=== block 1 ===
[config.mk]
export PLATFORM = sky130hd
export DESIGN_NAME = csr_cpl_tracker
export DESIGN_NICKNAME = d
export VERILOG_FILES = /design/src/rtl/csr_ioq_pkg.sv /design/src/rtl/csr_tag_table.sv /design/src/rtl/csr_cpl_tracker.sv
export SDC_FILE = /design/constraint.sdc
export NUM_CORES = 2
export LEC_CHECK = 0
export ABC_CLOCK_PERIOD_IN_PS = 13600
export CORE_ASPECT_RATIO = 1.2
export CORE_UTILIZATION = 30
export CTS_BUF_LIST = sky130_fd_sc_hd__clkbuf_2
export DETAILED_ROUTE_END_ITERATION = 10
export PLACE_DENSITY = 0.44
export SYNTH_ARGS = -nofsm -noshare
export SYNTH_HDL_FRONTEND = slang
export SYNTH_HIERARCHICAL = 1
export SYNTH_SLANG_ARGS = --single-unit
[constraint.sdc]
create_clock -name user_clk -period 13.6 [get_ports user_clk]
set_input_delay 2.72 -clock user_clk [delete_from_list [all_inputs] [get_ports user_clk]]
set_output_delay 2.72 -clock user_clk [all_outputs]
set_load 0.01 [all_outputs]
[src/rtl/csr_ioq_pkg.sv]
// csr_ioq_pkg: field layout, packet types and status codes of the 256-bit csr_ioq / ioq_csr word.
package csr_ioq_pkg;
  localparam int TYPE_LSB = 0;
  localparam int TYPE_W   = 4;
  localparam int ADDR_LSB = 4;
  localparam int ADDR_W   = 64;
  localparam int DATA_LSB = 68;
  localparam int DATA_W   = 128;
  localparam int BE_LSB   = 196;
  localparam int BE_W     = 8;
  localparam int DW_LSB   = 204;
  localparam int DW_W     = 11;
  localparam int TAG_LSB  = 215;
  localparam int TAG_W    = 6;
  localparam int STAT_LSB = 221;
  localparam int STAT_W   = 3;

  typedef enum logic [TYPE_W-1:0] {
    MEM_RD  = 4'b0000,
    MEM_WR  = 4'b0001,
    CFG_RD0 = 4'b1000,
    CFG_RD1 = 4'b1001,
    CPL     = 4'b1010,
    CPLD    = 4'b1011
  } pkt_type_e;

  typedef enum logic [STAT_W-1:0] {
    CS_SC  = 3'd0,
    CS_UR  = 3'd1,
    CS_CRS = 3'd2,
    CS_CA  = 3'd4
  } cpl_status_e;

  function automatic logic is_np(input logic [TYPE_W-1:0] t);
    return t == MEM_RD || t == CFG_RD0 || t == CFG_RD1;
  endfunction

  function automatic logic is_cpl(input logic [TYPE_W-1:0] t);
    return t == CPL || t == CPLD;
  endfunction
endpackage

[src/rtl/csr_tag_table.sv]
// csr_tag_table: per-tag valid/type/issue-stamp storage with one set, two clears and three lookups.
module csr_tag_table
  import csr_ioq_pkg::*;
#(
  parameter int NUM_TAGS = 64,
  parameter int TIMER_W  = 20
) (
  input  logic               user_clk,
  input  logic               user_reset,
  input  logic               set_en,
  input  logic [TAG_W-1:0]   set_tag,
  input  logic [3:0]         set_type,
  input  logic [TIMER_W-1:0] set_stamp,
  input  logic               clr_a_en,
  input  logic [TAG_W-1:0]   clr_a_tag,
  input  logic               clr_b_en,
  input  logic [TAG_W-1:0]   clr_b_tag,
  input  logic [TAG_W-1:0]   lk_tag,
  output logic               lk_valid,
  output logic [3:0]         lk_type,
  input  logic [TAG_W-1:0]   scan_tag,
  output logic               scan_valid,
  output logic [TIMER_W-1:0] scan_stamp,
  input  logic [TAG_W-1:0]   req_tag,
  output logic               req_valid
);
  logic [NUM_TAGS-1:0] valid;
  logic [3:0]          typ   [NUM_TAGS];
  logic [TIMER_W-1:0]  stamp [NUM_TAGS];

  function automatic logic in_rng(input logic [TAG_W-1:0] t);
    return 32'(t) < NUM_TAGS;
  endfunction

  assign lk_valid   = in_rng(lk_tag) && valid[lk_tag];
  assign lk_type    = typ[lk_tag];
  assign scan_valid = in_rng(scan_tag) && valid[scan_tag];
  assign scan_stamp = stamp[scan_tag];
  assign req_valid  = in_rng(req_tag) && valid[req_tag];

  // set is applied after both clears so a same-cycle re-issue re-arms the entry
  always_ff @(posedge user_clk or posedge user_reset)
    if (user_reset) valid <= '0;
    else valid <= (valid & ~((NUM_TAGS'(clr_a_en) << clr_a_tag) | (NUM_TAGS'(clr_b_en) << clr_b_tag)))
                  | (NUM_TAGS'(set_en) << set_tag);

  always_ff @(posedge user_clk)
    if (set_en) begin
      typ[set_tag]   <= set_type;
      stamp[set_tag] <= set_stamp;
    end
endmodule

[src/rtl/csr_cpl_tracker.sv]
// csr_cpl_tracker: tracks non-posted CSR requests by tag, matches completions, reports unexpected/dup/timeout.
// Define CSR_CPL_STATS_EN to build the saturating stat_* counters; otherwise they are tied to 0.
module csr_cpl_tracker
  import csr_ioq_pkg::*;
#(
  parameter int NUM_TAGS       = 64,
  parameter int TIMER_W        = 20,
  parameter int TIMEOUT_CYCLES = 50000
) (
  input  logic         user_clk,
  input  logic         user_reset,
  input  logic         user_lnk_up,
  input  logic [255:0] csr_ioq_data,
  input  logic         csr_ioq_valid,
  input  logic [255:0] ioq_csr_data,
  input  logic         ioq_csr_valid,
  output logic [127:0] cpl_data,
  output logic [5:0]   cpl_tag,
  output logic [2:0]   cpl_status,
  output logic [3:0]   cpl_req_type,
  output logic         cpl_valid,
  output logic         err_unexp,
  output logic         err_dup,
  output logic         err_timeout,
  output logic [5:0]   err_tag,
  output logic [6:0]   outstanding,
  output logic [31:0]  stat_cpl,
  output logic [31:0]  stat_unexp,
  output logic [31:0]  stat_timeout
);
  logic [TIMER_W-1:0] ts, scan_stamp, age;
  logic [TAG_W-1:0]   ptr, req_tag, rsp_tag;
  logic [3:0]         req_type, rsp_type, lk_type;
  logic lk_valid, scan_valid, req_valid;
  logic rsp_is_cpl, rsp_hit, rsp_miss, req_np, req_live, expire, dup, set_new;
  logic unused_bits;

  assign req_type    = csr_ioq_data[TYPE_LSB +: TYPE_W];
  assign req_tag     = csr_ioq_data[TAG_LSB +: TAG_W];
  assign rsp_type    = ioq_csr_data[TYPE_LSB +: TYPE_W];
  assign rsp_tag     = ioq_csr_data[TAG_LSB +: TAG_W];
  assign unused_bits = ^{csr_ioq_data, ioq_csr_data};

  csr_tag_table #(.NUM_TAGS(NUM_TAGS), .TIMER_W(TIMER_W)) u_table (
    .user_clk  (user_clk),
    .user_reset(user_reset),
    .set_en    (req_np),
    .set_tag   (req_tag),
    .set_type  (req_type),
    .set_stamp (ts),
    .clr_a_en  (rsp_hit),
    .clr_a_tag (rsp_tag),
    .clr_b_en  (expire),
    .clr_b_tag (ptr),
    .lk_tag    (rsp_tag),
    .lk_valid  (lk_valid),
    .lk_type   (lk_type),
    .scan_tag  (ptr),
    .scan_valid(scan_valid),
    .scan_stamp(scan_stamp),
    .req_tag   (req_tag),
    .req_valid (req_valid)
  );

  always_comb begin
    rsp_is_cpl = ioq_csr_valid && is_cpl(rsp_type);
    rsp_hit    = rsp_is_cpl && lk_valid;
    rsp_miss   = rsp_is_cpl && !lk_valid;
    age        = ts - scan_stamp;
    expire     = scan_valid && 32'(age) >= TIMEOUT_CYCLES && !(rsp_hit && rsp_tag == ptr);
    req_np     = csr_ioq_valid && user_lnk_up && is_np(req_type) && 32'(req_tag) < NUM_TAGS;
    req_live   = req_valid && !(rsp_hit && rsp_tag == req_tag) && !(expire && ptr == req_tag);
    dup        = req_np && req_live;
    set_new    = req_np && !req_live;
  end

  always_ff @(posedge user_clk or posedge user_reset)
    if (user_reset) begin
      ts           <= '0;
      ptr          <= '0;
      outstanding  <= '0;
      cpl_valid    <= 1'b0;
      cpl_data     <= '0;
      cpl_tag      <= '0;
      cpl_status   <= '0;
      cpl_req_type <= '0;
      err_unexp    <= 1'b0;
      err_dup      <= 1'b0;
      err_timeout  <= 1'b0;
      err_tag      <= '0;
    end else begin
      ts          <= ts + TIMER_W'(user_lnk_up);
      ptr         <= 32'(ptr) == NUM_TAGS - 1 ? '0 : ptr + TAG_W'(1);
      outstanding <= outstanding + 7'(set_new) - 7'(rsp_hit) - 7'(expire);
      cpl_valid   <= rsp_hit;
      err_unexp   <= rsp_miss;
      err_dup     <= dup;
      err_timeout <= expire;
      if (rsp_hit) begin
        cpl_data     <= ioq_csr_data[DATA_LSB +: DATA_W];
        cpl_tag      <= rsp_tag;
        cpl_status   <= ioq_csr_data[STAT_LSB +: STAT_W];
        cpl_req_type <= lk_type;
      end
      if (rsp_miss || dup || expire) err_tag <= rsp_miss ? rsp_tag : dup ? req_tag : ptr;
    end

`ifdef CSR_CPL_STATS_EN
  always_ff @(posedge user_clk or posedge user_reset)
    if (user_reset) begin
      stat_cpl     <= '0;
      stat_unexp   <= '0;
      stat_timeout <= '0;
    end else begin
      if (rsp_hit && !(&stat_cpl)) stat_cpl <= stat_cpl + 32'd1;
      if (rsp_miss && !(&stat_unexp)) stat_unexp <= stat_unexp + 32'd1;
      if (expire && !(&stat_timeout)) stat_timeout <= stat_timeout + 32'd1;
    end
`else
  assign stat_cpl     = '0;
  assign stat_unexp   = '0;
  assign stat_timeout = '0;
`endif
endmodule
=== block 2 ===
File: config.mk
export PLATFORM = sky130hd
export DESIGN_NAME = latch_bank_write_arbiter
export DESIGN_NICKNAME = d
export VERILOG_FILES = /design/src/rtl/latch_bank_write_arbiter.sv
export SDC_FILE = /design/constraint.sdc
export NUM_CORES = 1
export LEC_CHECK = 0
export ABC_AREA = 1
export CAP_MARGIN = 20
export CORE_ASPECT_RATIO = 0.7
export CORE_MARGIN = 4
export CORE_UTILIZATION = 30
export DETAILED_ROUTE_END_ITERATION = 10
export PLACE_DENSITY = 0.6
export SYNTH_ARGS = -nofsm -noshare
export SYNTH_HDL_FRONTEND = slang
export SYNTH_SLANG_ARGS = --single-unit
File: constraint.sdc
create_clock -name i_clk -period 1.6 [get_ports i_clk]
set_input_delay 0.16 -clock i_clk [delete_from_list [all_inputs] [get_ports i_clk]]
set_output_delay 0.16 -clock i_clk [all_outputs]
set_load 0.005 [all_outputs]
File: src/rtl/latch_bank_write_arbiter.sv
// ============================================================================
// Module   : latch_bank_write_arbiter
// Brief    : Round-robin write arbiter and SETUP/ENABLE/HOLD sequencer for a
//            shared bank of level-sensitive D latches.
// Revision : 1.0 - initial release
// ============================================================================
`default_nettype none

module latch_bank_write_arbiter #(
    parameter int N_REQ     = 4,
    parameter int WIDTH     = 8,
    parameter int AW        = 2,
    parameter int SETUP_CYC = 1,
    parameter int EN_CYC    = 2,
    parameter int HOLD_CYC  = 1
) (
    input  logic                    i_clk,
    input  logic                    i_rst,
    input  logic [N_REQ-1:0]        i_req,
    input  logic [N_REQ*WIDTH-1:0]  i_wdata,
    input  logic [N_REQ*AW-1:0]     i_waddr,
    output logic [N_REQ-1:0]        o_grant,
    output logic [N_REQ-1:0]        o_done,
    output logic [WIDTH-1:0]        o_latch_d,
    output logic [(1<<AW)-1:0]      o_latch_en,
    output logic                    o_busy
);

    localparam int DEPTH = 1 << AW;
    localparam int PW    = (N_REQ > 1) ? $clog2(N_REQ) : 1;
    localparam int MAXC0 = (SETUP_CYC > EN_CYC) ? SETUP_CYC : EN_CYC;
    localparam int MAXC  = (MAXC0 > HOLD_CYC) ? MAXC0 : HOLD_CYC;
    localparam int CW    = (MAXC > 1) ? $clog2(MAXC) : 1;

    localparam logic [CW-1:0]    C_SETUP_LAST = CW'(SETUP_CYC - 1);
    localparam logic [CW-1:0]    C_EN_LAST    = CW'(EN_CYC - 1);
    localparam logic [CW-1:0]    C_HOLD_LAST  = CW'(HOLD_CYC - 1);
    localparam logic [N_REQ-1:0] C_GRANT_ONE  = {{(N_REQ-1){1'b0}}, 1'b1};
    localparam logic [DEPTH-1:0] C_EN_ONE     = {{(DEPTH-1){1'b0}}, 1'b1};

    typedef enum logic [1:0] {
        S_IDLE   = 2'd0,
        S_SETUP  = 2'd1,
        S_ENABLE = 2'd2,
        S_HOLD   = 2'd3
    } state_t;

    state_t             r_state, w_state_nxt;
    logic [CW-1:0]      r_cnt, w_cnt_nxt;
    logic [PW-1:0]      r_ptr, w_ptr_nxt;
    logic [N_REQ-1:0]   r_grant, w_grant_nxt;
    logic [N_REQ-1:0]   r_done, w_done_nxt;
    logic [WIDTH-1:0]   r_latch_d, w_latch_d_nxt;
    logic [DEPTH-1:0]   r_latch_en, w_latch_en_nxt;
    logic [AW-1:0]      r_addr, w_addr_nxt;

    // Round-robin pick: lowest requester at or above the pointer, else lowest overall.
    logic [N_REQ-1:0]   w_req_hi;
    logic               w_hi_found, w_any_found;
    logic [PW-1:0]      w_hi_win, w_any_win, w_win;
    logic [WIDTH-1:0]   w_sel_data;
    logic [AW-1:0]      w_sel_addr;

    always_comb begin
        w_req_hi    = '0;
        w_hi_found  = 1'b0;
        w_any_found = 1'b0;
        w_hi_win    = '0;
        w_any_win   = '0;
        for (int i = 0; i < N_REQ; i++) begin
            w_req_hi[i] = i_req[i] && (PW'(i) >= r_ptr);
        end
        for (int i = N_REQ - 1; i >= 0; i--) begin
            if (w_req_hi[i]) begin
                w_hi_found = 1'b1;
                w_hi_win   = PW'(i);
            end
            if (i_req[i]) begin
                w_any_found = 1'b1;
                w_any_win   = PW'(i);
            end
        end
        w_win = w_hi_found ? w_hi_win : w_any_win;
    end

    always_comb begin
        w_sel_data = '0;
        w_sel_addr = '0;
        for (int i = 0; i < N_REQ; i++) begin
            if (w_win == PW'(i)) begin
                w_sel_data = i_wdata[i*WIDTH +: WIDTH];
                w_sel_addr = i_waddr[i*AW +: AW];
            end
        end
    end

    always_comb begin
        w_state_nxt    = r_state;
        w_cnt_nxt      = r_cnt;
        w_ptr_nxt      = r_ptr;
        w_grant_nxt    = r_grant;
        w_done_nxt     = '0;
        w_latch_d_nxt  = r_latch_d;
        w_latch_en_nxt = '0;
        w_addr_nxt     = r_addr;

        case (r_state)
            S_IDLE: begin
                w_grant_nxt = '0;
                if (w_any_found) begin
                    w_state_nxt   = S_SETUP;
                    w_cnt_nxt     = C_SETUP_LAST;
                    w_grant_nxt   = C_GRANT_ONE << w_win;
                    w_latch_d_nxt = w_sel_data;
                    w_addr_nxt    = w_sel_addr;
                    w_ptr_nxt     = (w_win == PW'(N_REQ - 1)) ? '0 : w_win + 1'b1;
                end
            end
            S_SETUP: begin
                if (r_cnt == '0) begin
                    w_state_nxt    = S_ENABLE;
                    w_cnt_nxt      = C_EN_LAST;
                    w_latch_en_nxt = C_EN_ONE << r_addr;
                end else begin
                    w_cnt_nxt = r_cnt - 1'b1;
                end
            end
            S_ENABLE: begin
                if (r_cnt == '0) begin
                    w_state_nxt = S_HOLD;
                    w_cnt_nxt   = C_HOLD_LAST;
                    w_done_nxt  = (HOLD_CYC == 1) ? r_grant : '0;
                end else begin
                    w_cnt_nxt      = r_cnt - 1'b1;
                    w_latch_en_nxt = r_latch_en;
                end
            end
            S_HOLD: begin
                if (r_cnt == '0) begin
                    w_state_nxt = S_IDLE;
                    w_grant_nxt = '0;
                end else begin
                    w_cnt_nxt  = r_cnt - 1'b1;
                    // Done lands in the final HOLD cycle, i.e. when the count will be 0.
                    w_done_nxt = (r_cnt == CW'(1)) ? r_grant : '0;
                end
            end
            default: begin
                w_state_nxt = S_IDLE;
                w_grant_nxt = '0;
            end
        endcase
    end

    always_ff @(posedge i_clk or posedge i_rst) begin
        if (i_rst) begin
            r_state    <= S_IDLE;
            r_cnt      <= '0;
            r_ptr      <= '0;
            r_grant    <= '0;
            r_done     <= '0;
            r_latch_d  <= '0;
            r_latch_en <= '0;
            r_addr     <= '0;
        end else begin
            r_state    <= w_state_nxt;
            r_cnt      <= w_cnt_nxt;
            r_ptr      <= w_ptr_nxt;
            r_grant    <= w_grant_nxt;
            r_done     <= w_done_nxt;
            r_latch_d  <= w_latch_d_nxt;
            r_latch_en <= w_latch_en_nxt;
            r_addr     <= w_addr_nxt;
        end
    end

    assign o_grant    = r_grant;
    assign o_done     = r_done;
    assign o_latch_d  = r_latch_d;
    assign o_latch_en = r_latch_en;
    assign o_busy     = (r_state != S_IDLE);

endmodule

`default_nettype wire

=== block 3 ===
**config.mk**
```make
export PLATFORM = sky130hd
export DESIGN_NAME = quad_step_decoder
export DESIGN_NICKNAME = d
export VERILOG_FILES = /design/src/rtl/quad_pkg.sv /design/src/rtl/quad_sync_filter.sv /design/src/rtl/quad_step_decoder.sv
export SDC_FILE = /design/constraint.sdc
export NUM_CORES = 1
export LEC_CHECK = 0
export ABC_AREA = 1
export CAP_MARGIN = 20
export CELL_PAD_IN_SITES_DETAIL_PLACEMENT = 1
export CELL_PAD_IN_SITES_GLOBAL_PLACEMENT = 1
export CORE_ASPECT_RATIO = 0.5
export CORE_MARGIN = 2
export CORE_UTILIZATION = 35
export DETAILED_ROUTE_END_ITERATION = 6
export GPL_ROUTABILITY_DRIVEN = 0
export PLACE_DENSITY_LB_ADDON = 0.1
export SKIP_CTS_REPAIR_TIMING = 1
export SLEW_MARGIN = 20
export SYNTH_ARGS = -nofsm -noshare
export SYNTH_HDL_FRONTEND = slang
export SYNTH_SLANG_ARGS = --single-unit
export TNS_END_PERCENT = 20
```
**constraint.sdc**
```tcl
create_clock -name clk -period 1.7 [get_ports clk]
set_input_delay 0.34 -clock clk [delete_from_list [all_inputs] [get_ports clk]]
set_output_delay 0.34 -clock clk [all_outputs]
set_load 0.02 [all_outputs]
```
**src/rtl/quad_pkg.sv**
```systemverilog
// Purpose: shared phase-state encoding, up-successor helper and error-count limit for the quadrature decoder.
// Latency: n/a (types, constants and a pure function only).
// Backpressure: n/a.
// Ports: none.
package quad_pkg;

  // Phase state encoded as {a, b}; the up sequence is 00 -> 10 -> 11 -> 01 -> 00.
  typedef enum logic [1:0] {
    QS_00 = 2'b00,
    QS_10 = 2'b10,
    QS_11 = 2'b11,
    QS_01 = 2'b01
  } qstate_t;

  localparam logic [7:0] ERR_CNT_MAX = 8'd255;

  // Next state when the encoder moves one position in the up direction.
  function automatic qstate_t up_next(input qstate_t s);
    qstate_t n;
    case (s)
      QS_00:   n = QS_10;
      QS_10:   n = QS_11;
      QS_11:   n = QS_01;
      default: n = QS_00;
    endcase
    return n;
  endfunction

endpackage

```
**src/rtl/quad_sync_filter.sv**
```systemverilog
// Purpose: metastability synchronizer for one encoder phase, optionally followed by a glitch filter (QUAD_GLITCH_FILTER_EN).
// Latency: SYNC_STAGES-1 edges from first sampling edge to dout, plus FILT_LEN edges when the filter is built in.
// Backpressure: none; free-running, a new sample every cycle.
// Ports: clk, rst (sync, active-low), din (async phase in), dout (clean phase out).
module quad_sync_filter #(
  parameter int SYNC_STAGES = 2
`ifdef QUAD_GLITCH_FILTER_EN
  ,
  parameter int FILT_LEN = 3
`endif
) (
  input  logic clk,
  input  logic rst,
  input  logic din,
  output logic dout
);

  // Bit 0 captures the asynchronous input; the MSB is the synchronized value.
  logic [SYNC_STAGES-1:0] sync_q, sync_d;
  logic                   sync_out;

  assign sync_out = sync_q[SYNC_STAGES-1];

  always_comb begin
    sync_d = {sync_q[SYNC_STAGES-2:0], din};
  end

`ifdef QUAD_GLITCH_FILTER_EN
  localparam int CNT_W = $clog2(FILT_LEN);
  localparam logic [CNT_W-1:0] CNT_LAST = CNT_W'(FILT_LEN - 1);

  logic             filt_q, filt_d;
  logic [CNT_W-1:0] cnt_q, cnt_d;

  // The phase is binary, so a run of consecutive samples that differ from the
  // accepted value is a run of the same new value. Accept it on the FILT_LEN-th
  // such sample; any sample matching the accepted value restarts the run.
  always_comb begin
    filt_d = filt_q;
    cnt_d  = '0;
    if (sync_out != filt_q) begin
      if (cnt_q == CNT_LAST) begin
        filt_d = sync_out;
      end else begin
        cnt_d = cnt_q + 1'b1;
      end
    end
  end

  always_ff @(posedge clk) begin
    if (!rst) begin
      sync_q <= '0;
      filt_q <= 1'b0;
      cnt_q  <= '0;
    end else begin
      sync_q <= sync_d;
      filt_q <= filt_d;
      cnt_q  <= cnt_d;
    end
  end

  assign dout = filt_q;
`else
  always_ff @(posedge clk) begin
    if (!rst) begin
      sync_q <= '0;
    end else begin
      sync_q <= sync_d;
    end
  end

  assign dout = sync_out;
`endif

endmodule

```
**src/rtl/quad_step_decoder.sv**
```systemverilog
// Purpose: quadrature A/B decoder producing step/dir pulses, illegal-jump err pulses and a saturating err_cnt.
// Latency: SYNC_STAGES+1 edges from input change to step/err (plus FILT_LEN with QUAD_GLITCH_FILTER_EN).
// Backpressure: none; events are single-cycle pulses, en=0 drops them (and blocks err_cnt) rather than stalling.
// Ports: clk, rst (sync, active-low), qa/qb (async phases), en, clr_err -> step, dir, err, err_cnt[7:0].
module quad_step_decoder
  import quad_pkg::*;
#(
  parameter int SYNC_STAGES = 2,
  parameter int FILT_LEN    = 3
) (
  input  logic       clk,
  input  logic       rst,
  input  logic       qa,
  input  logic       qb,
  input  logic       en,
  input  logic       clr_err,
  output logic       step,
  output logic       dir,
  output logic       err,
  output logic [7:0] err_cnt
);

`ifdef QUAD_GLITCH_FILTER_EN
  localparam int FILT_EN = 1;
`else
  localparam int FILT_EN = 0;
`endif

  // Warm-up covers the time for post-reset zeros to flush through the input path.
  localparam int WARM_CYCLES = SYNC_STAGES + FILT_EN * FILT_LEN;
  localparam int WARM_W      = $clog2(WARM_CYCLES);
  localparam logic [WARM_W-1:0] WARM_LAST = WARM_W'(WARM_CYCLES - 1);

  logic    a_clean, b_clean;
  qstate_t cur;

`ifdef QUAD_GLITCH_FILTER_EN
  quad_sync_filter #(.SYNC_STAGES(SYNC_STAGES), .FILT_LEN(FILT_LEN)) u_sync_a (
    .clk(clk), .rst(rst), .din(qa), .dout(a_clean)
  );
  quad_sync_filter #(.SYNC_STAGES(SYNC_STAGES), .FILT_LEN(FILT_LEN)) u_sync_b (
    .clk(clk), .rst(rst), .din(qb), .dout(b_clean)
  );
`else
  quad_sync_filter #(.SYNC_STAGES(SYNC_STAGES)) u_sync_a (
    .clk(clk), .rst(rst), .din(qa), .dout(a_clean)
  );
  quad_sync_filter #(.SYNC_STAGES(SYNC_STAGES)) u_sync_b (
    .clk(clk), .rst(rst), .din(qb), .dout(b_clean)
  );
`endif

  assign cur = qstate_t'({a_clean, b_clean});

  qstate_t           prev_q, prev_d;
  logic [WARM_W-1:0] warm_cnt_q, warm_cnt_d;
  logic              primed_q, primed_d;
  logic              step_q, step_d;
  logic              dir_q, dir_d;
  logic              err_q, err_d;
  logic [7:0]        err_cnt_q, err_cnt_d;

  logic is_fwd, is_rev, active;

  always_comb begin
    // prev follows cur unconditionally so a disabled or warming-up period never
    // leaves a stale state behind to be reported later.
    prev_d     = cur;
    warm_cnt_d = warm_cnt_q;
    primed_d   = primed_q;
    if (!primed_q) begin
      if (warm_cnt_q == WARM_LAST) begin
        primed_d = 1'b1;
      end else begin
        warm_cnt_d = warm_cnt_q + 1'b1;
      end
    end

    // A single-bit change is always one of the two neighbours; anything else
    // that differs must have flipped both bits.
    is_fwd = (cur == up_next(prev_q));
    is_rev = (prev_q == up_next(cur));
    active = primed_q && en && (cur != prev_q);

    step_d = active && (is_fwd || is_rev);
    err_d  = active && !(is_fwd || is_rev);
    dir_d  = step_d ? is_fwd : dir_q;

    err_cnt_d = err_cnt_q;
    if (clr_err) begin
      err_cnt_d = 8'd0;
    end else if (err_d && (err_cnt_q != ERR_CNT_MAX)) begin
      err_cnt_d = err_cnt_q + 8'd1;
    end
  end

  always_ff @(posedge clk) begin
    if (!rst) begin
      prev_q     <= QS_00;
      warm_cnt_q <= '0;
      primed_q   <= 1'b0;
      step_q     <= 1'b0;
      dir_q      <= 1'b1;
      err_q      <= 1'b0;
      err_cnt_q  <= 8'd0;
    end else begin
      prev_q     <= prev_d;
      warm_cnt_q <= warm_cnt_d;
      primed_q   <= primed_d;
      step_q     <= step_d;
      dir_q      <= dir_d;
      err_q      <= err_d;
      err_cnt_q  <= err_cnt_d;
    end
  end

  assign step    = step_q;
  assign dir     = dir_q;
  assign err     = err_q;
  assign err_cnt = err_cnt_q;

endmodule

```
=== block 4 ===
File: config.mk
export PLATFORM = sky130hd
export DESIGN_NAME = match_event_counter_flat
export DESIGN_NICKNAME = d
export VERILOG_FILES = /design/src/rtl/match_event_counter_pkg.sv /design/src/rtl/match_event_counter_if.sv /design/src/rtl/match_event_counter_sync_ff.sv /design/src/rtl/match_event_counter.sv /design/src/flat_wrapper.sv
export SDC_FILE = /design/constraint.sdc
export NUM_CORES = 1
export LEC_CHECK = 0
export ABC_CLOCK_PERIOD_IN_PS = 3150
export CORE_MARGIN = 8
export CORE_UTILIZATION = 51
export CTS_BUF_LIST = sky130_fd_sc_hd__clkbuf_4 sky130_fd_sc_hd__clkbuf_8
export DETAILED_ROUTE_END_ITERATION = 8
export HOLD_SLACK_MARGIN = 0.03
export PLACE_DENSITY_LB_ADDON = 0.2
export SYNTH_ARGS = -nofsm -noshare
export SYNTH_HDL_FRONTEND = slang
export SYNTH_HIERARCHICAL = 1
export SYNTH_SLANG_ARGS = --single-unit
export TNS_END_PERCENT = 30
File: constraint.sdc
create_clock -name clk -period 3.15 [get_ports clk]
set_clock_uncertainty 0.1 [all_clocks]
set_input_delay 0.4725 -clock clk [delete_from_list [all_inputs] [get_ports clk]]
set_output_delay 0.4725 -clock clk [all_outputs]
set_load 0.05 [all_outputs]
File: src/rtl/match_event_counter_pkg.sv
// ============================================================================
// comparador_pkg : shared FSM state type, debounce limit, saturating increment
// Rev 1.0
// ============================================================================
`default_nettype none

package comparador_pkg;

    typedef enum logic [1:0] {
        IDLE = 2'd0,
        ARM  = 2'd1,
        HELD = 2'd2
    } match_state_t;

    localparam int DEBOUNCE_MAX = 15;

    function automatic logic [31:0] sat_inc(input logic [31:0] cnt, input logic [31:0] cnt_max);
        return (cnt >= cnt_max) ? cnt : cnt + 32'd1;
    endfunction

endpackage

`default_nettype wire

File: src/rtl/match_event_counter_if.sv
// ============================================================================
// match_event_counter_if : control/status bundle of the match event counter
// Rev 1.0
// ============================================================================
`default_nettype none

interface match_event_counter_if #(
    parameter int CNT_W = 8
);
    logic             q_in;
    logic             en;
    logic             clr;
    logic [CNT_W-1:0] threshold;
    logic             match_pulse;
    logic [CNT_W-1:0] count;
    logic             alarm;
    logic [1:0]       state_o;

    modport master (
        output q_in, en, clr, threshold,
        input  match_pulse, count, alarm, state_o
    );

    modport slave (
        input  q_in, en, clr, threshold,
        output match_pulse, count, alarm, state_o
    );
endinterface

`default_nettype wire

File: src/rtl/match_event_counter_sync_ff.sv
// ============================================================================
// sync_ff : multi-flop synchroniser for one asynchronous input bit
// Rev 1.0
// ============================================================================
`default_nettype none

module sync_ff #(
    parameter int STAGES = 2
) (
    input  wire logic clk,
    input  wire logic rst_n,
    input  wire logic i_d,
    output logic      o_q
);
    logic [STAGES-1:0] r_sync;

    always_ff @(posedge clk or negedge rst_n) begin
        if (!rst_n) begin
            r_sync <= '0;
        end else begin
            r_sync <= {r_sync[STAGES-2:0], i_d};
        end
    end

    assign o_q = r_sync[STAGES-1];
endmodule

`default_nettype wire

File: src/rtl/match_event_counter.sv
// ============================================================================
// match_event_counter : debounces the comparator match line, counts accepted
// matches with saturation and raises a sticky threshold alarm.  Rev 1.0
// ============================================================================
`default_nettype none

module match_event_counter
    import comparador_pkg::*;
#(
    parameter int CNT_W       = 8,
    parameter int DEBOUNCE    = 3,
    parameter int SYNC_STAGES = 2
) (
    input  wire logic             clk,
    input  wire logic             rst_n,
    match_event_counter_if.slave  bus
);
    localparam int              c_STAB_W    = $clog2(DEBOUNCE_MAX + 1);
    localparam logic [c_STAB_W-1:0] c_STAB_LAST = c_STAB_W'(DEBOUNCE - 1);
    localparam logic [31:0]     c_CNT_MAX   = 32'({CNT_W{1'b1}});

    logic                w_q_s;
    match_state_t        r_state;
    match_state_t        w_state_nxt;
    logic [c_STAB_W-1:0] r_stab;
    logic [c_STAB_W-1:0] w_stab_nxt;
    logic                w_accept;
    logic [CNT_W-1:0]    r_count;
    logic [CNT_W-1:0]    w_count_nxt;
    logic                r_pulse;
    logic                r_alarm;

    sync_ff #(
        .STAGES (SYNC_STAGES)
    ) u_sync_q (
        .clk   (clk),
        .rst_n (rst_n),
        .i_d   (bus.q_in),
        .o_q   (w_q_s)
    );

    always_ff @(posedge clk or negedge rst_n) begin
        if (!rst_n) begin
            r_state <= IDLE;
            r_stab  <= '0;
        end else begin
            r_state <= w_state_nxt;
            r_stab  <= w_stab_nxt;
        end
    end

    // Every path not explicitly held falls back to IDLE, which also covers
    // en=0 and the unused encoding 3.
    always_comb begin
        w_state_nxt = IDLE;
        w_stab_nxt  = '0;
        if (bus.en) begin
            case (r_state)
                IDLE: begin
                    if (w_q_s) begin
                        if (DEBOUNCE == 1) begin
                            w_state_nxt = HELD;
                        end else begin
                            w_state_nxt = ARM;
                            w_stab_nxt  = c_STAB_W'(1);
                        end
                    end
                end
                ARM: begin
                    if (w_q_s) begin
                        if (r_stab == c_STAB_LAST) begin
                            w_state_nxt = HELD;
                        end else begin
                            w_state_nxt = ARM;
                            w_stab_nxt  = r_stab + c_STAB_W'(1);
                        end
                    end
                end
                HELD: begin
                    if (w_q_s) begin
                        w_state_nxt = HELD;
                    end
                end
                default: begin
                    w_state_nxt = IDLE;
                end
            endcase
        end
    end

    always_comb begin
        w_accept = 1'b0;
        if (bus.en && w_q_s) begin
            if (r_state == IDLE && DEBOUNCE == 1) begin
                w_accept = 1'b1;
            end else if (r_state == ARM && r_stab == c_STAB_LAST) begin
                w_accept = 1'b1;
            end
        end
    end

    assign w_count_nxt = w_accept ? CNT_W'(sat_inc(32'(r_count), c_CNT_MAX)) : r_count;

    // clr wins over a coincident accept; the FSM keeps running so a held
    // match is not counted again once clr drops.
    always_ff @(posedge clk or negedge rst_n) begin
        if (!rst_n) begin
            r_count <= '0;
            r_pulse <= 1'b0;
            r_alarm <= 1'b0;
        end else if (bus.clr) begin
            r_count <= '0;
            r_pulse <= 1'b0;
            r_alarm <= 1'b0;
        end else begin
            r_count <= w_count_nxt;
            r_pulse <= w_accept;
            r_alarm <= r_alarm | ((bus.threshold != '0) && (w_count_nxt >= bus.threshold));
        end
    end

    assign bus.match_pulse = r_pulse;
    assign bus.count       = r_count;
    assign bus.alarm       = r_alarm;
    assign bus.state_o     = r_state;
endmodule

`default_nettype wire

File: src/flat_wrapper.sv
// flat-port wrapper written by rule: the top's interface ports become plain ports
module match_event_counter_flat import comparador_pkg::*;
#(
    parameter int CNT_W       = 8,
    parameter int DEBOUNCE    = 3,
    parameter int SYNC_STAGES = 2
)
  (clk, rst_n, bus_q_in, bus_en, bus_clr, bus_threshold, bus_match_pulse, bus_count, bus_alarm, bus_state_o);
  match_event_counter_if #(.CNT_W(CNT_W)) bus_i ();
  input  wire logic clk;
  input  wire logic rst_n;
  input wire logic [$bits(bus_i.q_in)-1:0] bus_q_in;
  input wire logic [$bits(bus_i.en)-1:0] bus_en;
  input wire logic [$bits(bus_i.clr)-1:0] bus_clr;
  input wire logic [$bits(bus_i.threshold)-1:0] bus_threshold;
  output wire logic [$bits(bus_i.match_pulse)-1:0] bus_match_pulse;
  output wire logic [$bits(bus_i.count)-1:0] bus_count;
  output wire logic [$bits(bus_i.alarm)-1:0] bus_alarm;
  output wire logic [$bits(bus_i.state_o)-1:0] bus_state_o;
  assign bus_i.q_in = bus_q_in;
  assign bus_i.en = bus_en;
  assign bus_i.clr = bus_clr;
  assign bus_i.threshold = bus_threshold;
  assign bus_match_pulse = bus_i.match_pulse;
  assign bus_count = bus_i.count;
  assign bus_alarm = bus_i.alarm;
  assign bus_state_o = bus_i.state_o;
  match_event_counter #(.CNT_W(CNT_W), .DEBOUNCE(DEBOUNCE), .SYNC_STAGES(SYNC_STAGES)) u_core (.clk(clk), .rst_n(rst_n), .bus(bus_i));
endmodule
Fig. 1: block 3, the metal 1 layer
Drawn at 8 px/um. Supply wires on this layer in gray. Cells faint in the background.
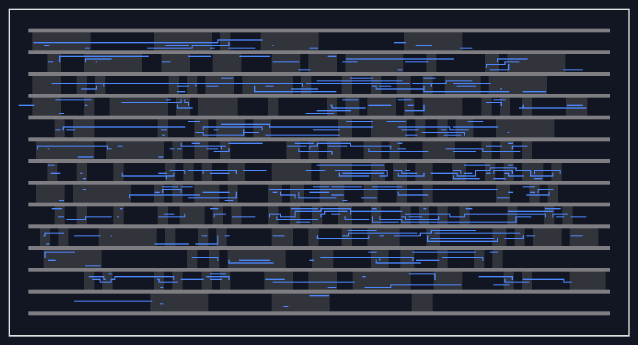
wire length on this layer	998 um
nets with wire on the layer	150
longest straight run	31.3 um
main direction	horizontal

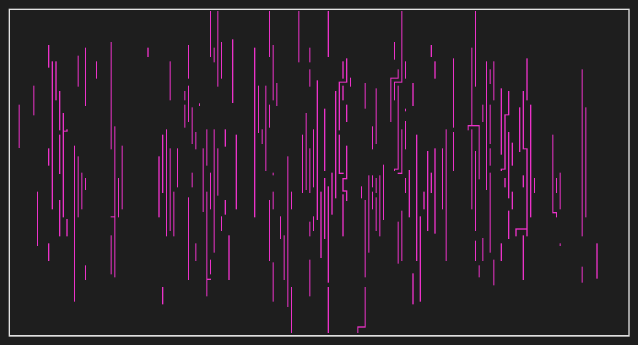
Fig. 2. M2 wires (block 3).
Drawn at 8 px/um.
wire length on this layer	1100 um
share of all routed wire	50%
longest straight run	21.1 um
nets with wire on the layer	147

==> run summary, block 3 <==
Notes on the flow outputs.

- The area fraction of clock buffers and clock inverters reads 0.0376.
- The overall power is around 0.84 mW.
- The multi-input logic portion of the cell area reads 0.384.
- The library cell with the highest instance count after synthesis reads sky130_fd_sc_hd__nand2_1.
- The detailed placer's ending HPWL reads between 1.5 and 2 mm.
- The family with the most delay on the worst path is buffers and inverters.
- The flow ran to the end, and the final reports show no timing, DRC or antenna violations.
- Among the non-sequential cells, simple AND/OR/NAND/NOR gates take the most area.
- The aoi/oai-family share of the synthesized area reads 0.0639.
- The antenna diode count is 0.
- The vertical extent of the die is between 40 and 50 um.
- The area used by sequential logic in the layout is approximately 380 sq um.
- The DRC violation count after routing is 0.
- On the critical path, the stage with the largest delay is an instance of sky130_fd_sc_hd__clkdlybuf4s50_1.
- The kind of end point of the critical path reads a primary output.
- According to the finish report, the design has a final net count of between 150 and 200.
- The actual transition at the worst max-transition pin reads between 200 and 300 ps.
- The largest single stage delay on the critical path is roughly 630 ps.
- The number of multi-input logic gates reads between 90 and 100.
- The clock root buffer master is sky130_fd_sc_hd__clkbuf_8.
- In the synthesized netlist the dominant register cell turns out to be sky130_fd_sc_hd__dfxtp_1.
-- block 3: tightest hold or removal path, cell delays in order (launching register included) --
cell	delay [ps]
sky130_fd_sc_hd__dfxtp_1	300
sky130_fd_sc_hd__nand2_1	50
sky130_fd_sc_hd__inv_1	30
-- block 3: metrics by stage --
step                      cell area, sq um  hold WS [ps]  setup WS (ps)  instances
after floorplan                        940           390            331        138
after global placement                1180           395            154        195
after detailed placement              1180           406           72.4        195
after CTS                             1220           424           28.1        199
after global routing                  1230           443           30.9        199
final                                 1230           421           85.0        199
-- block 3: metal layers --
metal	wire length, um	track usage	vias up
met5	0	0	-
met4	13	0.0536	0
met3	82	0.0551	2
met2	1100	0.285	10
met1	998	0.167	408
li1	-	-	465
-- block 3: power groups by stage --
stage	Combinational [mW]	Sequential [mW]	Clock (mW)
2_1_floorplan	0.0326	0.475	0
3_3_place_gp	0.0559	0.474	0
3_5_place_dp	0.0580	0.475	0
4_1_cts	0.0581	0.464	0.335
5_1_grt	0.0639	0.465	0.358
6_report	0.0566	0.464	0.319
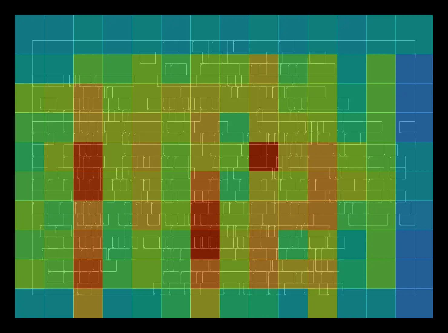
Fig. 3. Routing congestion map (block 2).
average wire length per cell after detail routing: 12.7 um
global routing met3 resource utilization: 0.0506
global-route track usage on met2: 0.216
Final Util: 0.540
global-route met1 utilization: 0.191

==> run summary, block 2 <==
Notes on the flow outputs.

- The detailed placer's ending HPWL is between 3 and 4 mm.
- The fraction of the mapped netlist area in simple logic gates reads 0.339.
- The run finished, with violations left.
- The count of input and output buffers is 66.
- The total I/O pin count reads 67.
- The final worst-path setup slack reads -233 ps.
- The count of warnings emitted by yosys is 0.
- RePlAce ended its routability-driven mode at a weighted congestion of around 0.81.
- The number of endpoints failing setup at the final stage is 14.
- The largest fanout on the critical path is 11.
- The placeable core region is 5400 sq um.
- Counting I/O delays and the setup requirement, the final critical path takes 1830 ps.
- sky130_fd_sc_hd__dfrtp_1 takes more of the synthesized area than any other cell.
- Adding up every negative setup slack in the final design gives -2290 ps.
- The critical path's largest stage delay reads ~470 ps.
- The filler cell count reads around 510.
- The checks that failed: setup timing.
- The end point of the critical path is o_latch_d[7]$_DFFE_PP0P_.
- The row count reads 22.
- The synthesis-to-finish area growth reads 69.6%.
- The floorplan step set the die height to ~70 um.
- The area of the mapped netlist is ~1700 sq um.
- For reference, the clock transition at the flip-flops on the worst setup and hold paths is ~100 ps.
- The post-detailed-route via-to-cell ratio reads approximately 4.5.
- The count of tool warnings reads 35.
- The total routed wirelength is roughly 5.1 mm.
block 2: area by class of cell:
| type | count | area share |
|---|---|---|
| Clock buffer | 3 | 0.0142 |
| Clock inverter | 1 | 0.00258 |
| Inverter | 29 | 0.0386 |
| Multi-Input combinational cell | 172 | 0.365 |
| Sequential cell | 27 | 0.233 |
| Tap cell | 72 | 0.0309 |
| Timing Repair Buffer | 93 | 0.316 |
block 2: layer usage:
layer	up-vias	GRT usage	part of all wire
met5	-	0	0
met4	0	0.0212	0.0042
met3	2	0.0506	0.075
met2	53	0.216	0.43
met1	809	0.191	0.49
li1	922	-	-
block 2: tightest hold or removal path, cell delays in order:
cell                              delay [ps]
sky130_fd_sc_hd__clkdlybuf4s50_1         390
sky130_fd_sc_hd__inv_1                    50
sky130_fd_sc_hd__buf_4                   310
block 2: cells in the mapped netlist, drive strengths merged (3+ instances only):
cell and count:
nand2 92, inv 28, dfrtp 27, nand3 22, o21ai 17, a21oi 15, nor2 11, ha 9
buf 6, clkbuf 3, o31ai 3
block 2: per-stage QoR:
stage / hold WS [ps] / util
after floorplan: 213 / -
after global placement: 488 / 0.474
after detailed placement: 470 / 0.474
after CTS: 247 / 0.510
after global routing: 301 / 0.540
final: 233 / 0.540
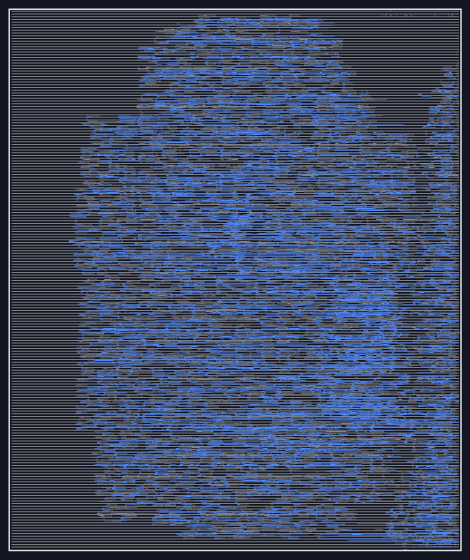
Fig. 4. The metal 1 layer (block 1).
Drawn at 1 px/um. Supply wires on this layer in gray. Cells faint in the background.
nets with wire on the layer	4496
share of all routed wire	41%
routed wire length: 214 mm
global-route met1 utilization: 0.214
detailed-route via count: 40300

==> run summary, block 1 <==
Notes on the flow outputs.

- The chip area line in the Yosys stat output reads roughly 72000 sq um.
- The post-place setup slack is around 4700 ps.
- The cell depth of the worst min-delay path reads 2.
- The placement-stage cell area reads between 70000 and 80000 sq um.
- The pin closest to its max-slew limit shows a slew of roughly 1200 ps.
- For this run, design rule violations remaining after detail routing come to 0.
- The cell depth of the worst flop-to-flop path reads 28.
- The largest fanout on the critical path reads roughly 88.
- The later pin in the worst-skew pair is clocked with a latency of between 1500 and 2000 ps.
- The number of cell instances after yosys synthesis reads around 4000.
- The worst flop-to-flop path startpoint is ptr[0]$_DFF_PP0_.
- The area of the chip reads around 240000 sq um.
- The sequential group power reads 6.34 mW.
- Counting flops with a built-in enable in the synthesized netlist gives around 1500.
- After synthesis, the most frequently instantiated cells are 1536 x sky130_fd_sc_hd__edfxtp_1, 490 x sky130_fd_sc_hd__nand2_1, 422 x sky130_fd_sc_hd__mux4_2, 248 x sky130_fd_sc_hd__dfrtp_1, 137 x sky130_fd_sc_hd__nor2_1.
- The number of cells upsized or downsized after cts reads 0.
- The post-detailed-route via-to-cell ratio is approximately 4.9.
- The setup clock skew after layout reads around 190 ps.
- The most used flip-flop cell after synthesis is sky130_fd_sc_hd__edfxtp_1.
- The detailed placer's ending HPWL is 128 mm.
- The filler cell count is ~23000.
- Per the area breakdown, the dominant cell category is registers.
- In the final design database the tool counted 5223 nets.
- The kind of start point of the critical path reads a flop.
- The number of max-slew violations in the final report reads 0.
- The cell-internal power is 8.02 mW.
- The run finished with clean final reports.
- The synthesized netlist occupies a cell area of between 70000 and 80000 sq um.
- As logged by OpenROAD, the buffers inserted on ports number 312.
## block 1: kinds of logic (layout without fill, tap and decap cells)
group                    count (synthesis)  after routing  synth area share
AND/OR/NAND/NOR                        826            826            0.0493
XOR/XNOR                                55             55           0.00666
adder cells (fa/ha/maj)                 32             32           0.00574
multiplexers                           482            482             0.140
flip-flops                            1784           1784             0.724
AND-OR/OR-AND                          469            469            0.0467
other                                    1            103         0.0000519
buffers and inverters                  358           1250            0.0276
## block 1: tightest hold or removal path: cells and delay by family, from the launching register on
kind	cells	cell delay, ps
DFF	1	350
and+or+nand+nor	2	110
## block 1: registers in the layout (all words and copies together) (netlist names)
register	count
err_dup	1
ts	20
ptr	6
u_table/stamp	1280
cpl_status	3
cpl_valid	1
cpl_req_type	4
err_unexp	1
u_table/valid	64
outstanding	7
cpl_tag	6
err_tag	6
err_timeout	1
u_table/typ	256
cpl_data	128
## block 1: layer usage
metal  up-vias  wire [um]  global-route usage
li1      17400          -                   -
met3       360      11600              0.0324
met1     21100      87100               0.214
met4         6       5920              0.0568
met5         -         38                   0
met2      1428     110000               0.303
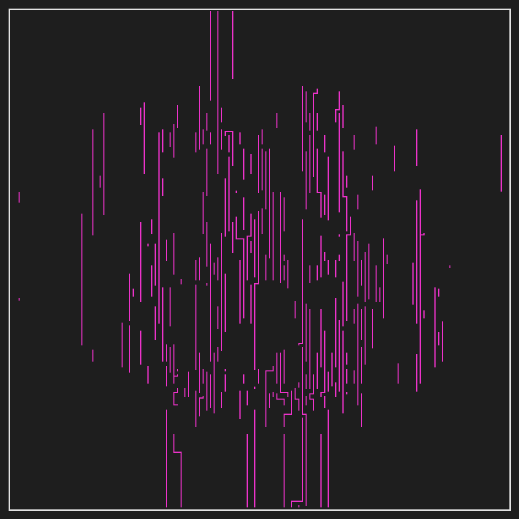
Fig. 5. M2 wires (block 4).
Drawn at 8 px/um.
wire length on this layer	1090 um
main direction	vertical
longest straight run	24.1 um
share of all routed wire	46%
routed wire length: 2.35 mm
detailed-route via count: 918
global-route track usage on met2: 0.188

==> run summary, block 4 <==
Notes on the flow outputs.

- By area, the class that comes first in the final layout consists of logic gates.
- The DRC violation count after routing is 0.
- The endpoint of the lowest-slack register-to-register path is u_core/bus.alarm$_DFF_PN0_.
- The part of the power in combinational logic reads 0.108.
- The placement stage leaves a total instance area of between 1000 and 1500 sq um.
- Post-CTS repair changed the size of 0 cells.
- The routability congestion estimate is around 0.84.
- The total I/O pin count reads 25.
- The TritonCTS clock tree reads built.
- According to the tapcell log, the count of inserted taps is 28.
- The signal on the critical path passes through inv_1, ha_1, or3b_4, nor4_2, mux2_1, ha_1, nand4_1, a211o_1, a311oi_1.
- The flow ran to the end, and the final reports show no timing, DRC or antenna violations.
- The cell area that synthesis handed to floorplanning was around 1100 sq um.
- The family with the most delay on the worst path is simple AND/OR/NAND/NOR gates.
- The setup TNS after final layout reads 0 ps.
- The cell total after placement is between 150 and 200.
- The highest clock rate this design can be run at is about 0.35 GHz.
- The library cell with the highest instance count after synthesis is sky130_fd_sc_hd__dfrtp_1.
- The final antenna diode tally reported by the flow is 0.
- The number of gates on the worst path with buffers counted reads 9.
- In the floorplan report the effective utilization is 0.517.
- Per the layout area report, the combinational gate area comes to roughly 600 sq um.
- The worst setup path is launched from a flop.
- Final hold analysis gives a worst-case slack of between 200 and 300 ps.
- The fraction of the yosys area taken by sequential cells is 0.410.
- The clock network fraction of total power reads 0.284.
- The via count of the first global-routing pass is 860.
- The cell depth of the worst flop-to-flop path reads 9.
- The count of plain and timing-repair buffers reads 24.
- The number of distinct library cell variants in the gate-level netlist after synthesis is 37.
block 4: flip-flops by register name, summed over array words and instances (netlist names):
| name | flops |
|---|---|
| u_core/bus.match_pulse | 1 |
| u_core/bus.count | 8 |
| u_core/bus.state_o | 2 |
| u_core/bus.alarm | 1 |
| u_core/r_stab | 4 |
| u_core/u_sync_q/r_sync | 2 |
block 4: power by group through the flow:
stage / Clock [mW] / Combinational (mW) / Sequential (mW)
3_3_place_gp: 0 / 0.0412 / 0.241
3_5_place_dp: 0 / 0.0424 / 0.241
2_1_floorplan: 0 / 0.0137 / 0.243
5_1_grt: 0.122 / 0.0467 / 0.237
6_report: 0.110 / 0.0420 / 0.236
4_1_cts: 0.117 / 0.0424 / 0.237
block 4: cells by family (layout without fill, tap and decap cells):
family / after synthesis / count (layout) / synth area share
AND-OR/OR-AND: 14 / 14 / 0.0956
XOR/XNOR: 4 / 4 / 0.0319
adder cells (fa/ha/maj): 11 / 11 / 0.125
buffers and inverters: 11 / 37 / 0.0375
flip-flops: 18 / 18 / 0.410
multiplexers: 5 / 5 / 0.0546
AND/OR/NAND/NOR: 44 / 44 / 0.246


==> layout pictures side by side <==
M3 wires.
panel A
Drawn at 6 px/um. Cells faint in the background.
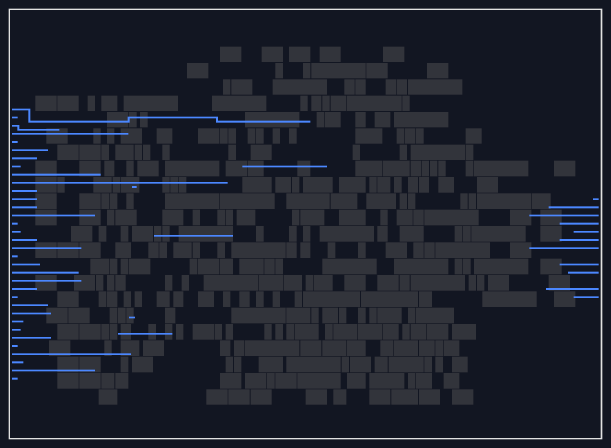
panel B
Drawn at 10 px/um. Cells faint in the background.
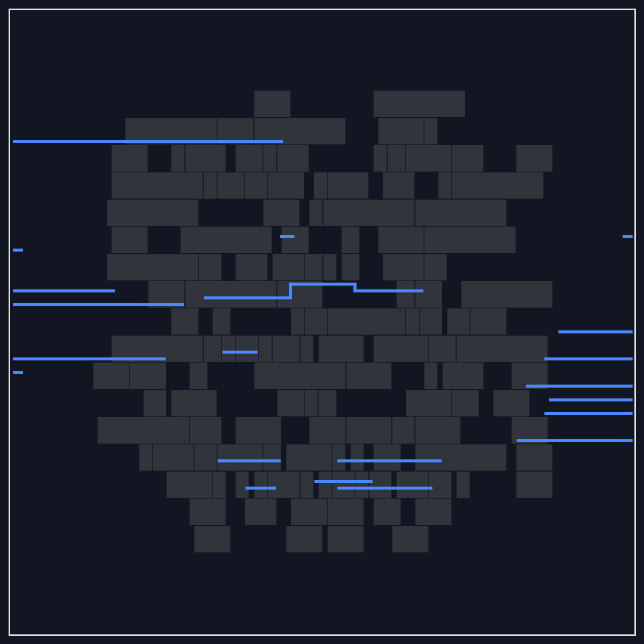
panel C
Drawn at 1 px/um. Cells faint in the background.
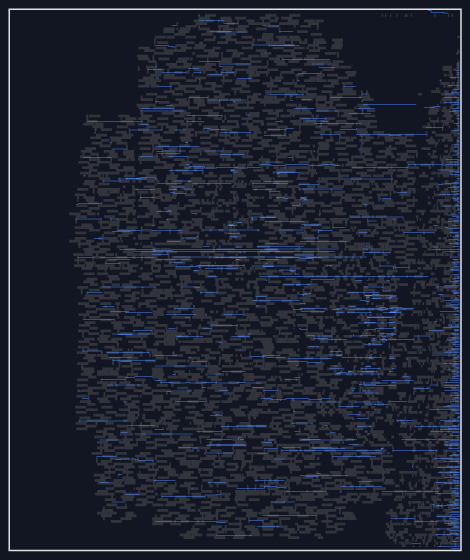
panel D
Drawn at 10 px/um. Cells faint in the background.
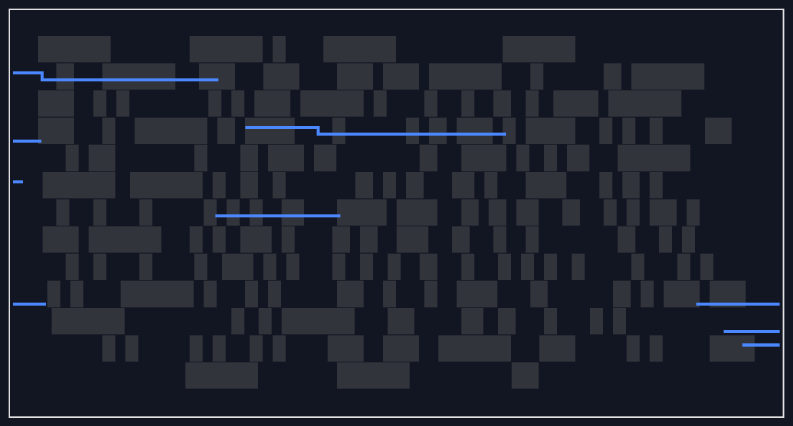
panel A -> block 2
panel C -> block 1
panel B -> block 4
panel D -> block 3


==> gallery <==
Routing congestion map.
(a)
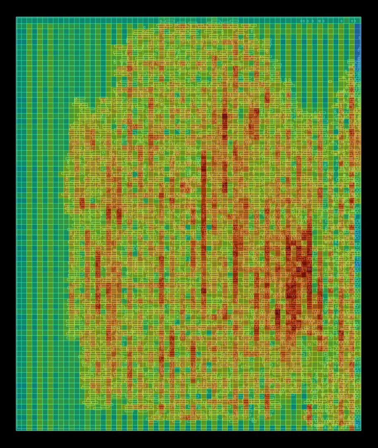
(b)
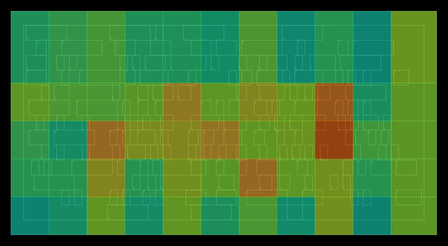
(c)
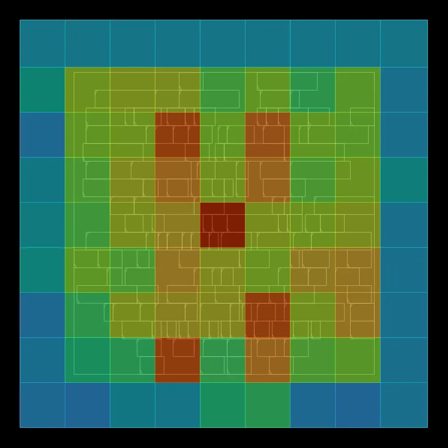
- most wire per cell: (a)
- least wire per cell: (b)
block 3: (b)
block 1: (a)
block 4: (c)

Power and IR drop assume default switching activity.
